# block 1

Fig. 1: block 1, routed clock nets over the placement
Drawn at 2 px/um.
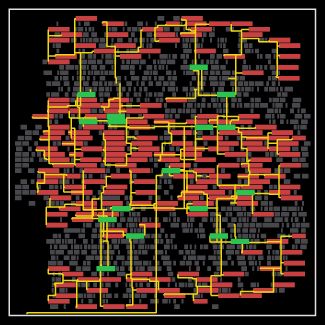

<file path="config.mk">
export PLATFORM = sky130hd
export DESIGN_NAME = multi_prescaler
export DESIGN_NICKNAME = d
export VERILOG_FILES = /design/src/rtl/multi_prescaler.sv
export SDC_FILE = /design/constraint.sdc
export NUM_CORES = 1
export LEC_CHECK = 0
export CAP_MARGIN = 5
export CORE_MARGIN = 2
export CORE_UTILIZATION = 55
export CTS_CLUSTER_DIAMETER = 200
export CTS_CLUSTER_SIZE = 25
export DETAILED_ROUTE_END_ITERATION = 10
export PLACE_DENSITY = 0.75
export SYNTH_ARGS = -nofsm -noshare
export SYNTH_HDL_FRONTEND = slang
export SYNTH_SLANG_ARGS = --single-unit
</file>
<file path="constraint.sdc">
create_clock -name clkin -period 11.1 [get_ports clkin]
set_input_delay 2.22 -clock clkin [delete_from_list [all_inputs] [get_ports clkin]]
set_output_delay 2.22 -clock clkin [all_outputs]
set_load 0.02 [all_outputs]
</file>
<file path="src/rtl/multi_prescaler.sv">
// N-channel programmable clock divider / tick generator with shadowed, glitch-free divisor updates.
// Latency: clkout/tick are registered, one cycle behind the counter; div_err one cycle after div_wr.
// No backpressure: writes are accepted every cycle, invalid ones are dropped and flagged on div_err.
module multi_prescaler #(
  parameter int CHANNELS    = 2,
  parameter int CNT_W       = 32,
  parameter int F_OSC       = 25175000,
  parameter int DEFAULT_DIV = F_OSC / 1000,
  localparam int CH_W       = (CHANNELS > 1) ? $clog2(CHANNELS) : 1
) (
  input  logic                clkin,
  input  logic                rst_n,
  input  logic [CHANNELS-1:0] en,
  input  logic                sync,
  input  logic                div_wr,
  input  logic [CH_W-1:0]     div_ch,
  input  logic [CNT_W-1:0]    div_val,
  output logic                div_err,
  output logic [CHANNELS-1:0] pending,
  output logic [CHANNELS-1:0] clkout,
  output logic [CHANNELS-1:0] tick
);

  localparam logic [CNT_W-1:0] DEF_DIV = CNT_W'(DEFAULT_DIV);

  logic [CNT_W-1:0]    cnt     [CHANNELS];
  logic [CNT_W-1:0]    div_act [CHANNELS];
  logic [CNT_W-1:0]    shadow  [CHANNELS];
  logic [CHANNELS-1:0] wrap;
  logic [CHANNELS-1:0] wr_sel;
  logic                wr_ok;

  assign wr_ok = div_wr && (int'(div_ch) < CHANNELS) && (div_val != '0);

  always_comb begin
    wrap   = '0;
    wr_sel = '0;
    for (int c = 0; c < CHANNELS; c++) begin
      wrap[c]   = (cnt[c] == div_act[c] - CNT_W'(1));
      wr_sel[c] = wr_ok && (div_ch == CH_W'(c));
    end
  end

  always_ff @(posedge clkin) begin
    if (!rst_n) begin
      for (int c = 0; c < CHANNELS; c++) begin
        cnt[c]     <= '0;
        div_act[c] <= DEF_DIV;
        shadow[c]  <= DEF_DIV;
      end
      pending <= '0;
      clkout  <= '0;
      tick    <= '0;
      div_err <= 1'b0;
    end else begin
      div_err <= div_wr && !wr_ok;
      for (int c = 0; c < CHANNELS; c++) begin
        if (sync) begin
          cnt[c]    <= '0;
          clkout[c] <= 1'b0;
          tick[c]   <= 1'b0;
          if (pending[c]) begin
            div_act[c] <= shadow[c];
            pending[c] <= 1'b0;
          end
        end else if (en[c]) begin
          tick[c]   <= wrap[c];
          clkout[c] <= (cnt[c] >= (div_act[c] >> 1));
          if (wrap[c]) begin
            cnt[c] <= '0;
            if (pending[c]) begin
              div_act[c] <= shadow[c];
              pending[c] <= 1'b0;
            end
          end else begin
            cnt[c] <= cnt[c] + CNT_W'(1);
          end
        end else begin
          // Idle channel: adopt a pending divisor immediately and restart its period.
          tick[c] <= 1'b0;
          if (pending[c]) begin
            div_act[c] <= shadow[c];
            pending[c] <= 1'b0;
            cnt[c]     <= '0;
          end
        end
        // A write landing on the apply cycle is kept for the following period.
        if (wr_sel[c]) begin
          shadow[c]  <= div_val;
          pending[c] <= 1'b1;
        end
      end
    end
  end

endmodule

</file>
# block 2

File: src/rtl/uart_tx_arb_pkg.sv
// Shared types and helpers for the UART transmit arbiter: FSM state encoding and the
// round-robin search used by the priority picker.
package uart_tx_arb_pkg;

   typedef enum logic [1:0] {
      StIdle    = 2'd0,
      StHeader  = 2'd1,
      StPayload = 2'd2
   } arb_state_e;

   localparam int MaxCh = 8;

   // First set bit of req at or after (last + 1) mod num_ch, wrapping around.
   // Returns last when req is empty.
   function automatic int rr_search(input logic [MaxCh-1:0] req, input int last,
                                    input int num_ch);
      int win;
      int idx;
      win = last;
      // Walk downward so the lowest offset from last is the one that sticks.
      for (int k = MaxCh; k >= 1; k--) begin
         if (k <= num_ch) begin
            idx = last + k;
            if (idx >= num_ch) begin
               idx = idx - num_ch;
            end
            if (req[idx[2:0]]) begin
               win = idx;
            end
         end
      end
      return win;
   endfunction

endpackage

File: src/rtl/rr_pick.sv
// Combinational round-robin picker: lowest-offset requester after the last winner.
module rr_pick
   import uart_tx_arb_pkg::*;
#(
   parameter int NUM_CH = 4,
   parameter int IDW    = 2
) (
   input  logic [NUM_CH-1:0] i_req,
   input  logic [IDW-1:0]    i_last,
   output logic [IDW-1:0]    o_winner,
   output logic              o_any
);

   logic [MaxCh-1:0] w_req;

   always_comb begin
      w_req               = '0;
      w_req[NUM_CH-1:0]   = i_req;
   end

   assign o_winner = IDW'(rr_search(w_req, int'(i_last), NUM_CH));
   assign o_any    = |i_req;

endmodule

File: src/rtl/uart_tx_arbiter.sv
// Round-robin arbiter merging NUM_CH AXI-stream byte sources onto one UART transmit stream,
// with optional per-burst channel header and a bounded burst length.
module uart_tx_arbiter
   import uart_tx_arb_pkg::*;
#(
   parameter int         NUM_CH      = 4,
   parameter bit         HEADER_EN   = 1'b1,
   parameter logic [7:0] HEADER_BASE = 8'hA0,
   parameter int         MAX_BURST   = 64
) (
   input  logic                       aclk,
   input  logic                       aresetn,
   input  logic [NUM_CH*8-1:0]        s_tdata,
   input  logic [NUM_CH-1:0]          s_tvalid,
   input  logic [NUM_CH-1:0]          s_tlast,
   output logic [NUM_CH-1:0]          s_tready,
   output logic [7:0]                 m_tdata,
   output logic                       m_tvalid,
   input  logic                       m_tready,
   output logic [$clog2(NUM_CH)-1:0]  grant_id,
   output logic                       busy
);

   localparam int         IDW       = $clog2(NUM_CH);
   localparam logic [7:0] MaxBurstB = 8'(MAX_BURST);

   arb_state_e        r_state, w_state_nxt;
   logic [IDW-1:0]    r_grant, w_grant_nxt;
   logic [IDW-1:0]    r_last, w_last_nxt;
   logic [7:0]        r_cnt, w_cnt_nxt, w_cnt_inc;
   logic [IDW-1:0]    w_win;
   logic              w_any;
   logic [7:0]        w_sel_data;
   logic              w_sel_valid;
   logic              w_sel_last;
   logic [NUM_CH-1:0] w_sel_oh;

   rr_pick #(
      .NUM_CH (NUM_CH),
      .IDW    (IDW)
   ) u_rr_pick (
      .i_req    (s_tvalid),
      .i_last   (r_last),
      .o_winner (w_win),
      .o_any    (w_any)
   );

   // Select the granted channel's sideband; one-hot also steers s_tready.
   always_comb begin
      w_sel_data  = 8'h00;
      w_sel_valid = 1'b0;
      w_sel_last  = 1'b0;
      w_sel_oh    = '0;
      for (int i = 0; i < NUM_CH; i++) begin
         if (r_grant == IDW'(i)) begin
            w_sel_data  = s_tdata[i*8 +: 8];
            w_sel_valid = s_tvalid[i];
            w_sel_last  = s_tlast[i];
            w_sel_oh[i] = 1'b1;
         end
      end
   end

   always_comb begin
      w_state_nxt = r_state;
      w_grant_nxt = r_grant;
      w_last_nxt  = r_last;
      w_cnt_nxt   = r_cnt;
      w_cnt_inc   = r_cnt + 8'd1;
      m_tvalid    = 1'b0;
      m_tdata     = 8'h00;
      s_tready    = '0;
      unique case (r_state)
         StIdle: begin
            if (w_any) begin
               w_grant_nxt = w_win;
               w_last_nxt  = w_win;
               w_cnt_nxt   = 8'd0;
               w_state_nxt = HEADER_EN ? StHeader : StPayload;
            end
         end
         StHeader: begin
            m_tvalid = 1'b1;
            m_tdata  = HEADER_BASE | 8'(r_grant);
            if (m_tready) begin
               w_state_nxt = StPayload;
            end
         end
         StPayload: begin
            m_tvalid = w_sel_valid;
            m_tdata  = w_sel_data;
            s_tready = w_sel_oh & {NUM_CH{m_tready}};
            if (w_sel_valid && m_tready) begin
               w_cnt_nxt = w_cnt_inc;
               // End of packet and burst-limit release collapse into one exit.
               if (w_sel_last || (w_cnt_inc == MaxBurstB)) begin
                  w_state_nxt = StIdle;
               end
            end
         end
         default: begin
            w_state_nxt = StIdle;
         end
      endcase
   end

   always_ff @(posedge aclk) begin
      if (!aresetn) begin
         r_state <= StIdle;
         r_grant <= '0;
         r_last  <= IDW'(NUM_CH - 1);
         r_cnt   <= 8'd0;
      end else begin
         r_state <= w_state_nxt;
         r_grant <= w_grant_nxt;
         r_last  <= w_last_nxt;
         r_cnt   <= w_cnt_nxt;
      end
   end

   assign grant_id = r_grant;
   assign busy     = (r_state != StIdle);

endmodule

File: config.mk
export PLATFORM = sky130hd
export DESIGN_NAME = uart_tx_arbiter
export DESIGN_NICKNAME = d
export VERILOG_FILES = /design/src/rtl/uart_tx_arb_pkg.sv /design/src/rtl/rr_pick.sv /design/src/rtl/uart_tx_arbiter.sv
export SDC_FILE = /design/constraint.sdc
export NUM_CORES = 1
export LEC_CHECK = 0
export ABC_AREA = 0
export CAP_MARGIN = 20
export CORE_ASPECT_RATIO = 1.4
export CORE_UTILIZATION = 42
export DETAILED_ROUTE_END_ITERATION = 10
export HOLD_SLACK_MARGIN = 0.12
export PLACE_DENSITY_LB_ADDON = 0.08
export SLEW_MARGIN = 20
export SYNTH_ARGS = -nofsm -noshare
export SYNTH_HDL_FRONTEND = slang
export SYNTH_SLANG_ARGS = --single-unit
File: constraint.sdc
create_clock -name aclk -period 2.13 [get_ports aclk]
set_clock_uncertainty 0.05 [all_clocks]
set_input_delay 0.426 -clock aclk [delete_from_list [all_inputs] [get_ports aclk]]
set_output_delay 0.426 -clock aclk [all_outputs]
set_load 0.005 [all_outputs]
# block 3

--- src/rtl/password_tx_sequencer.sv ---
// password_tx_sequencer: sends an 8-character password as back-to-back 8N1 frames,
// then watches the target's unlock LED through a settle window and reports the result.
module password_tx_sequencer #(
  parameter int CLK_HZ = 12000000,
  parameter int BAUD = 115200,
  parameter int SETTLE_CYCLES = 1000
) (
  input  logic        clk,
  input  logic        reset,
  input  logic        start,
  input  logic [63:0] password,
  input  logic        led_g_n,
  output logic        tx,
  output logic        busy,
  output logic        done,
  output logic        unlocked
);
  localparam int BAUD_P = CLK_HZ / BAUD;
  localparam int BW = $clog2(BAUD_P) + 1;
  localparam int SW = $clog2(SETTLE_CYCLES + 1);
  typedef enum logic [2:0] {IDLE, START_BIT, DATA_BIT, STOP_BIT, SETTLE, DONE} state_t;
  state_t state;
  logic [BW-1:0] baud_cnt;
  logic [SW-1:0] settle_cnt;
  logic [2:0] bit_cnt, chr_cnt;
  logic [63:0] shreg;
  logic [1:0] led_sync;
  logic bit_end;
  assign bit_end = baud_cnt == BW'(BAUD_P - 1);
  always_ff @(posedge clk or posedge reset)
    if (reset) begin
      state <= IDLE;
      tx <= 1'b1;
      busy <= 1'b0;
      done <= 1'b0;
      unlocked <= 1'b0;
      baud_cnt <= '0;
      settle_cnt <= '0;
      bit_cnt <= '0;
      chr_cnt <= '0;
      shreg <= '0;
      led_sync <= 2'b11;
    end else begin
      led_sync <= {led_sync[0], led_g_n};
      done <= 1'b0;
      if (state != IDLE && !led_sync[1]) unlocked <= 1'b1;
      baud_cnt <= (state inside {START_BIT, DATA_BIT, STOP_BIT}) && !bit_end ? baud_cnt + 1'b1 : '0;
      case (state)
        IDLE: if (start) begin
          shreg <= password;
          unlocked <= 1'b0;
          busy <= 1'b1;
          tx <= 1'b0;
          chr_cnt <= '0;
          state <= START_BIT;
        end
        START_BIT: if (bit_end) begin
          tx <= shreg[0];
          bit_cnt <= '0;
          state <= DATA_BIT;
        end
        // shreg shifts once per data bit, so the next character's LSB lands in shreg[0]
        DATA_BIT: if (bit_end) begin
          shreg <= shreg >> 1;
          bit_cnt <= bit_cnt + 1'b1;
          tx <= bit_cnt == 3'd7 ? 1'b1 : shreg[1];
          if (bit_cnt == 3'd7) state <= STOP_BIT;
        end
        STOP_BIT: if (bit_end) begin
          chr_cnt <= chr_cnt == 3'd7 ? 3'd0 : chr_cnt + 1'b1;
          tx <= chr_cnt == 3'd7;
          state <= chr_cnt == 3'd7 ? SETTLE : START_BIT;
          settle_cnt <= '0;
        end
        SETTLE: begin
          settle_cnt <= settle_cnt + 1'b1;
          if (settle_cnt == SW'(SETTLE_CYCLES - 1)) begin
            done <= 1'b1;
            state <= DONE;
          end
        end
        DONE: begin
          busy <= 1'b0;
          state <= IDLE;
        end
        default: state <= IDLE;
      endcase
    end
endmodule

--- config.mk ---
export PLATFORM = sky130hd
export DESIGN_NAME = password_tx_sequencer
export DESIGN_NICKNAME = d
export VERILOG_FILES = /design/src/rtl/password_tx_sequencer.sv
export SDC_FILE = /design/constraint.sdc
export NUM_CORES = 1
export LEC_CHECK = 0
export CORE_AREA = 2 2 111 86
export DETAILED_ROUTE_END_ITERATION = 6
export DIE_AREA = 0 0 113 88
export GPL_TIMING_DRIVEN = 0
export PLACE_DENSITY = 0.83
export SKIP_CTS_REPAIR_TIMING = 1
export SYNTH_ARGS = -nofsm -noshare
export SYNTH_HDL_FRONTEND = slang
export SYNTH_SLANG_ARGS = --single-unit
--- constraint.sdc ---
create_clock -name clk -period 4.65 [get_ports clk]
set_input_delay 1.395 -clock clk [delete_from_list [all_inputs] [get_ports clk]]
set_output_delay 1.395 -clock clk [all_outputs]
set_load 0.05 [all_outputs]
Fig. 2: block 2, close-up of the layout
Region (27, 7) to (47, 27) um. Cells in gray, sequential cells in the stronger gray; small squares are vias.
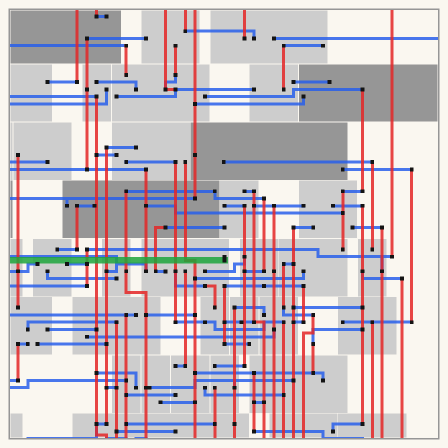
| layer | color |
|---|---|
| M1 | blue |
| M3 | green |
| M2 | red |
cells with their middle in the window: 30
netlist names of flops here include: r_last (2)
most frequent: nor2_1 (5)
sequential cells in the window: 4

Fig. 3: block 2, signal wires by layer
Drawn at 6 px/um.
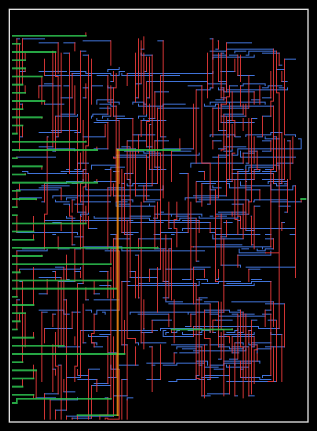
| layer | color | wire length |
|---|---|---|
| M4 | orange | 44.2 um |
| M1 | blue | 1440 um |
| M3 | green | 298 um |
| M2 | red | 1940 um |

==> deck_impl_summary.md, block 2 <==
Implementation Results

Global routing
  – Initial antenna violation count: 0
  – First-pass GRT wire length: 5968 um
  – Gr busiest metal: met2
  – Grt met1 use: 21.76%

Layout
  – Fin util: 73.87%
  – Registers: 14

Yosys
  – Post-synth tally of flip-flops with integrated enable: 0
  – Synth cell count leaders: nand2_1 (21), dfxtp_1 (14), nor2_1 (13)
  – Area leader share: 21.09%
  – Dominant kind of combinational cell: simple AND/OR/NAND/NOR gates

STA
  – Achievable Freq: 479.6 MHz
  – Worst hold slack: 427.1 ps
  – Part of the cycle the worst path needs: 97.89%
  – Setup ws final: 44.94 ps

Route
  – Top layer in use: met4

Critical path
  – Critical Path AT: 1610 ps

Power and ir drop
  – Leakage: 0.9144 nW

Status
  – Status: finished clean
Fig. 4: block 1, signal wires by layer
Drawn at 2 px/um.
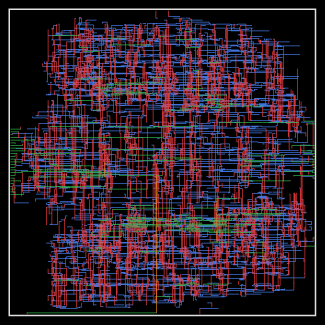
| layer | color | wire length |
|---|---|---|
| M2 | red | 12300 um |
| M4 | orange | 170 um |
| M1 | blue | 12800 um |
| M3 | green | 1910 um |

About Fig. 1:
[flip-flops] red | count: 199
[clock wires] yellow | length: 2280 um
[clock-net drivers] green | count: 17
flops lie: widely spread

==> deck_impl_summary.md, block 1 <==
Implementation Results

Floorplan
  – Well Taps: 280
  – CORE AREA: 0.02176 mm^2
  – Ports: 46
  – Site row count: 54

Yosys
  – Synth Area in XOR/XNOR: 10.05%
  – Synth cell types: 65
  – MUX area fraction: 0.2582%
  – Sequential-to-total area share from yosys stat: 48.75%
  – Yosys chip area: 0.01212 mm^2
  – Adder share: 6.816%

Layout
  – Clkbuf count: 17
  – Fin util: 61.80%
  – Logic share of the area: 42.79%
  – Register Area: 0.005906 mm^2

Placement
  – Pre-CTS setup slack: 5768 ps
  – Post-DP HPWL: 19790 um
  – Dpl cells: 1444

Critical path
  – FF-to-FF End: div_act[0][9]$_SDFFCE_PP1P_
  – CP Buf/Inv Count: 3
  – Crit Path Class: primary input to flip-flop
  – Worst Setup End Kind: flip-flop

Route
  – Drt wl/cell: 18.35 um
  – Wire length on met1: 12750 um
  – Number of remaining DRC errors: 0

Global routing
  – GRT Overall Usage: 23.47%
  – Met2 Usage GRT: 35.99%
  – M3 GR Usage: 3.612%

Min path
  – Hold Path Class: flip-flop to flip-flop
  – Hold path depth: 1

STA
  – Hold violation count in the final report: 0
  – Slew margin rel.: 28.25%

Power and ir drop
  – Top power group: registers
  – Peak VDD IR: 0.0001060 V
  – Sequential Power: 0.918 mW

Status
  – Status: finished clean

CTS
  – Latency at later pin: 440 ps
  – CTS resizes: 0
Fig. 5: block 3, signal wires by layer
Drawn at 3 px/um.
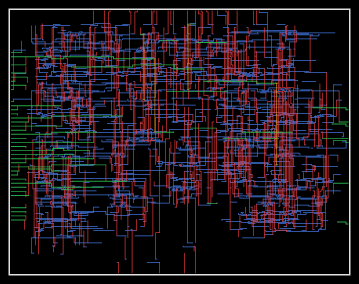
| layer | color | wire length |
|---|---|---|
| M1 | blue | 4390 um |
| M3 | green | 651 um |
| M4 | orange | 95.2 um |
| M2 | red | 4830 um |

Fig. 6: block 3, routed clock nets over the placement
Drawn at 2 px/um.
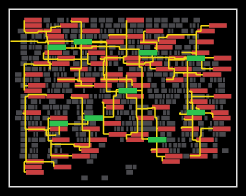
[flip-flops] red | count: 97
[clock wires] yellow | length: 1150 um
[clock-net drivers] green | count: 9
routed clock nets: 10
flops lie: widely spread
Latency at later pin: 340 ps
clock power share: 32.5%
clk_skew: 6.152 ps
Clock net power: 0.719 mW

==> deck_impl_summary.md, block 3 <==
Implementation Results

Status
  – Failing checks: DRC
  – Status: complete, but fails checks

STA
  – Part of the cycle the worst path needs: 65.87%
  – RSZ-0062 raised after global routing: false
  – Min Tclk post-route: 3063 ps
  – Setup TNS: 0 ps

Min path
  – Worst Hold End: led_sync[1]$_DFF_PP1_

Route
  – Iteration-0 DRC Markers: 157
  – Number of remaining DRC errors: 4
  – Post-route ant nets: 0

Power and ir drop
  – Peak VDD IR: 0.0002391 V

Yosys
  – Synth cell types: 49
  – Area contributors post-synth: dfrtp_1 (51%), mux2i_1 (14%), nand2_1 (6.3%)
  – Synth cell count leaders: dfrtp_1 (94), nand2_1 (78), mux2i_1 (63)

Layout
  – Fin util: 65.81%
  – Largest regs: shreg (64), settle_cnt (10), baud_cnt (8)
  – Nonclk buf count: 101
  – Registers: 97

Global routing
  – Grt total ovfl: 0

Critical path
  – Worst setup SP type: flip-flop
  – FF-to-FF End: shreg[2]$_DFFE_PP0P_
  – Largest fanout on the critical path: 2
  – Flop-to-flop setup slack: 2580 ps

CTS
  – TritonCTS Sinks: 97

Placement
  – I/O Buffers: 71

# block 4

Fig. 7: block 4, signal wires by layer
Drawn at 1.5 px/um.
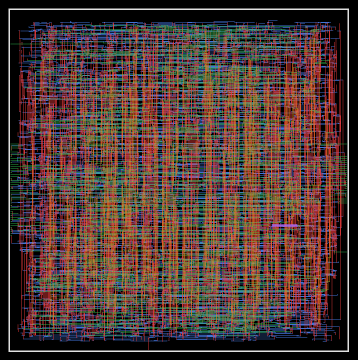
Fig. 8: block 4, close-up of the layout
Region (159, 47) to (179, 67) um. Cells in gray, sequential cells in the stronger gray; small squares are vias.
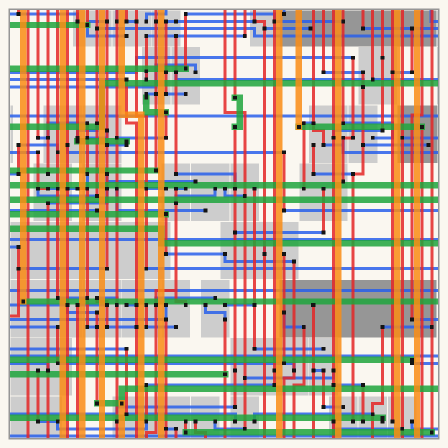
### src/rtl/regfile_lanes.sv
// regfile_lanes: lane-addressable register file with two registered read ports
// and a one-entry-per-cycle hardware clear sweep.
module regfile_lanes #(
  parameter int WIDTH = 16,
  parameter int ADDR_W = 4,
  parameter int LW = $clog2(WIDTH / 8)
) (
  input  logic              C,
  input  logic              rst,
  input  logic              clr,
  output logic              busy,
  input  logic              we,
  input  logic [ADDR_W-1:0] waddr,
  input  logic [1:0]        wmode,
  input  logic [LW-1:0]     wlane,
  input  logic [WIDTH-1:0]  D,
  input  logic [ADDR_W-1:0] raddr_a,
  input  logic [1:0]        rmode_a,
  input  logic [LW-1:0]     rlane_a,
  output logic [WIDTH-1:0]  qa,
  input  logic [ADDR_W-1:0] raddr_b,
  input  logic [1:0]        rmode_b,
  input  logic [LW-1:0]     rlane_b,
  output logic [WIDTH-1:0]  qb
);
  localparam int DEPTH = 1 << ADDR_W;
  localparam int LANES = WIDTH / 8;
  localparam logic [0:0] IDLE = 1'b0;
  localparam logic [0:0] CLEAR = 1'b1;

  logic [WIDTH-1:0]  mem_q [DEPTH];
  logic [WIDTH-1:0]  mem_d [DEPTH];
  logic [WIDTH-1:0]  wdata;
  logic              wr_en;
  logic [0:0]        state_q, state_d;
  logic [ADDR_W-1:0] ptr_q, ptr_d;

  function automatic logic [WIDTH-1:0] rd(input logic [WIDTH-1:0] w, input logic [1:0] m,
                                          input logic [LW-1:0] l);
    logic [7:0] b;
    b = (int'(l) < LANES) ? w[8*l +: 8] : 8'h00;
    return (m == 2'b01) ? {{(WIDTH-8){1'b0}}, b} : (m == 2'b10) ? {{(WIDTH-8){b[7]}}, b} : w;
  endfunction

  assign busy = (state_q == CLEAR);
  assign wr_en = we && !busy && (wmode == 2'b00 || (wmode != 2'b11 && int'(wlane) < LANES));
  assign state_d = (state_q == IDLE) ? (clr ? CLEAR : IDLE) : ((ptr_q == '1) ? IDLE : CLEAR);
  assign ptr_d = (state_q == CLEAR) ? ptr_q + ADDR_W'(1) : '0;

  always_comb begin
    wdata = mem_q[waddr];
    for (int l = 0; l < LANES; l++)
      if (l == int'(wlane)) wdata[8*l +: 8] = (wmode == 2'b01) ? D[7:0] : D[8*l +: 8];
    if (wmode == 2'b00) wdata = D;
  end

  // Writes and the sweep never coincide because writes are blocked while busy.
  always_comb begin
    for (int i = 0; i < DEPTH; i++)
      mem_d[i] = (busy && i == int'(ptr_q)) ? '0 : (wr_en && i == int'(waddr)) ? wdata : mem_q[i];
  end

  always_ff @(posedge C) begin
    if (rst) begin
      state_q <= IDLE;
      ptr_q <= '0;
      qa <= '0;
      qb <= '0;
      for (int i = 0; i < DEPTH; i++) mem_q[i] <= '0;
    end else begin
      state_q <= state_d;
      ptr_q <= ptr_d;
      qa <= rd(mem_d[raddr_a], rmode_a, rlane_a);
      qb <= rd(mem_d[raddr_b], rmode_b, rlane_b);
      for (int i = 0; i < DEPTH; i++) mem_q[i] <= mem_d[i];
    end
  end
endmodule

### config.mk
export PLATFORM = sky130hd
export DESIGN_NAME = regfile_lanes
export DESIGN_NICKNAME = d
export VERILOG_FILES = /design/src/rtl/regfile_lanes.sv
export SDC_FILE = /design/constraint.sdc
export NUM_CORES = 1
export LEC_CHECK = 0
export ABC_AREA = 1
export CAP_MARGIN = 20
export CORE_AREA = 5 5 220 222
export CTS_CLUSTER_SIZE = 24
export DETAILED_ROUTE_END_ITERATION = 8
export DIE_AREA = 0 0 225 227
export GPL_TIMING_DRIVEN = 0
export PLACE_DENSITY = 0.73
export SYNTH_ARGS = -nofsm -noshare
export SYNTH_HDL_FRONTEND = slang
export SYNTH_SLANG_ARGS = --single-unit
### constraint.sdc
create_clock -name C -period 6.6 [get_ports C]
set_input_delay 1.32 -clock C [delete_from_list [all_inputs] [get_ports C]]
set_output_delay 1.32 -clock C [all_outputs]
set_load 0.03 [all_outputs]
==> deck_impl_summary.md <==
Implementation Results

CTS
  – CTS H-tree depth: 2
  – Num CTS Buffers: 38

STA
  – Part of the cycle the worst path needs: 74.19%

Yosys
  – YS warnings: 0
  – Sequential-to-total area share from yosys stat: 27.91%
  – Ys cells: 3454
  – Post-synth tally of flip-flops with integrated enable: 0

Layout
  – Largest regs: mem_q (256), qa (16), qb (16)
  – Nonclk buf count: 319
  – Clock network area share: 5.516%

Floorplan
  – FP Util: 45.53%
  – CORE AREA: 0.04616 mm^2

Route
  – Top layer in use: met5

Status
  – Status: finished clean

Power and ir drop
  – Sequential Power: 1.83 mW
## Picture notes: Fig. 7
| layer | color | wire length |
|---|---|---|
| M3 | green | 20.5 mm |
| M5 | purple | 15.6 um |
| M4 | orange | 12700 um |
| M1 | blue | 46.4 mm |
| M2 | red | 49.8 mm |

## Picture notes: Fig. 8
| layer | color |
|---|---|
| M2 | red |
| M4 | orange |
| M3 | green |
| M1 | blue |
most frequent: nand3_1 (9), nand2_1 (8), nor2_1 (7)
sequential cells in the window: 2
cells with their middle in the window: 35
netlist names of flops here include: mem_q (2)



==> notes/layouts.md <==
Pictures saved along the way, in no particular order.

Routing congestion.
picture 1
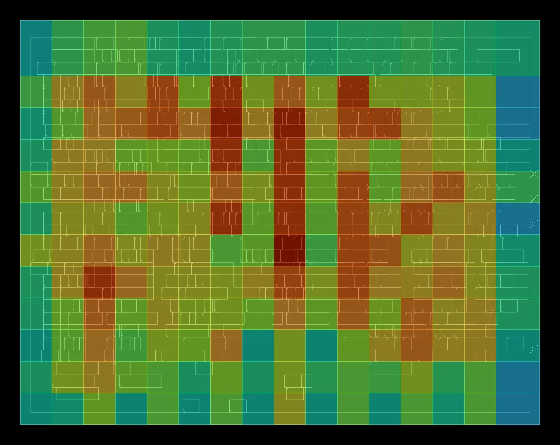
picture 2
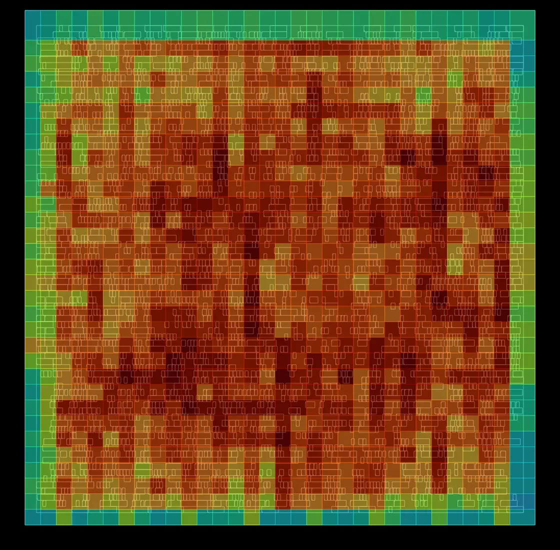
picture 3
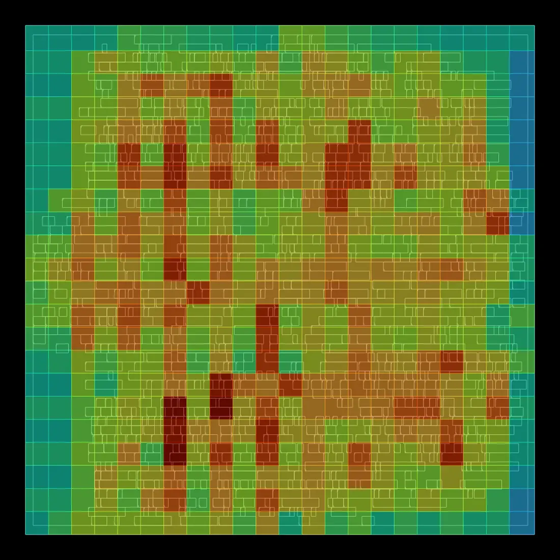
For block 4, see picture 2.
For block 1, see picture 3.
For block 3, see picture 1.
Of these, lowest utilization: picture 2
Of these, highest track usage: picture 2

Power is estimated from default activity; no workload was simulated.
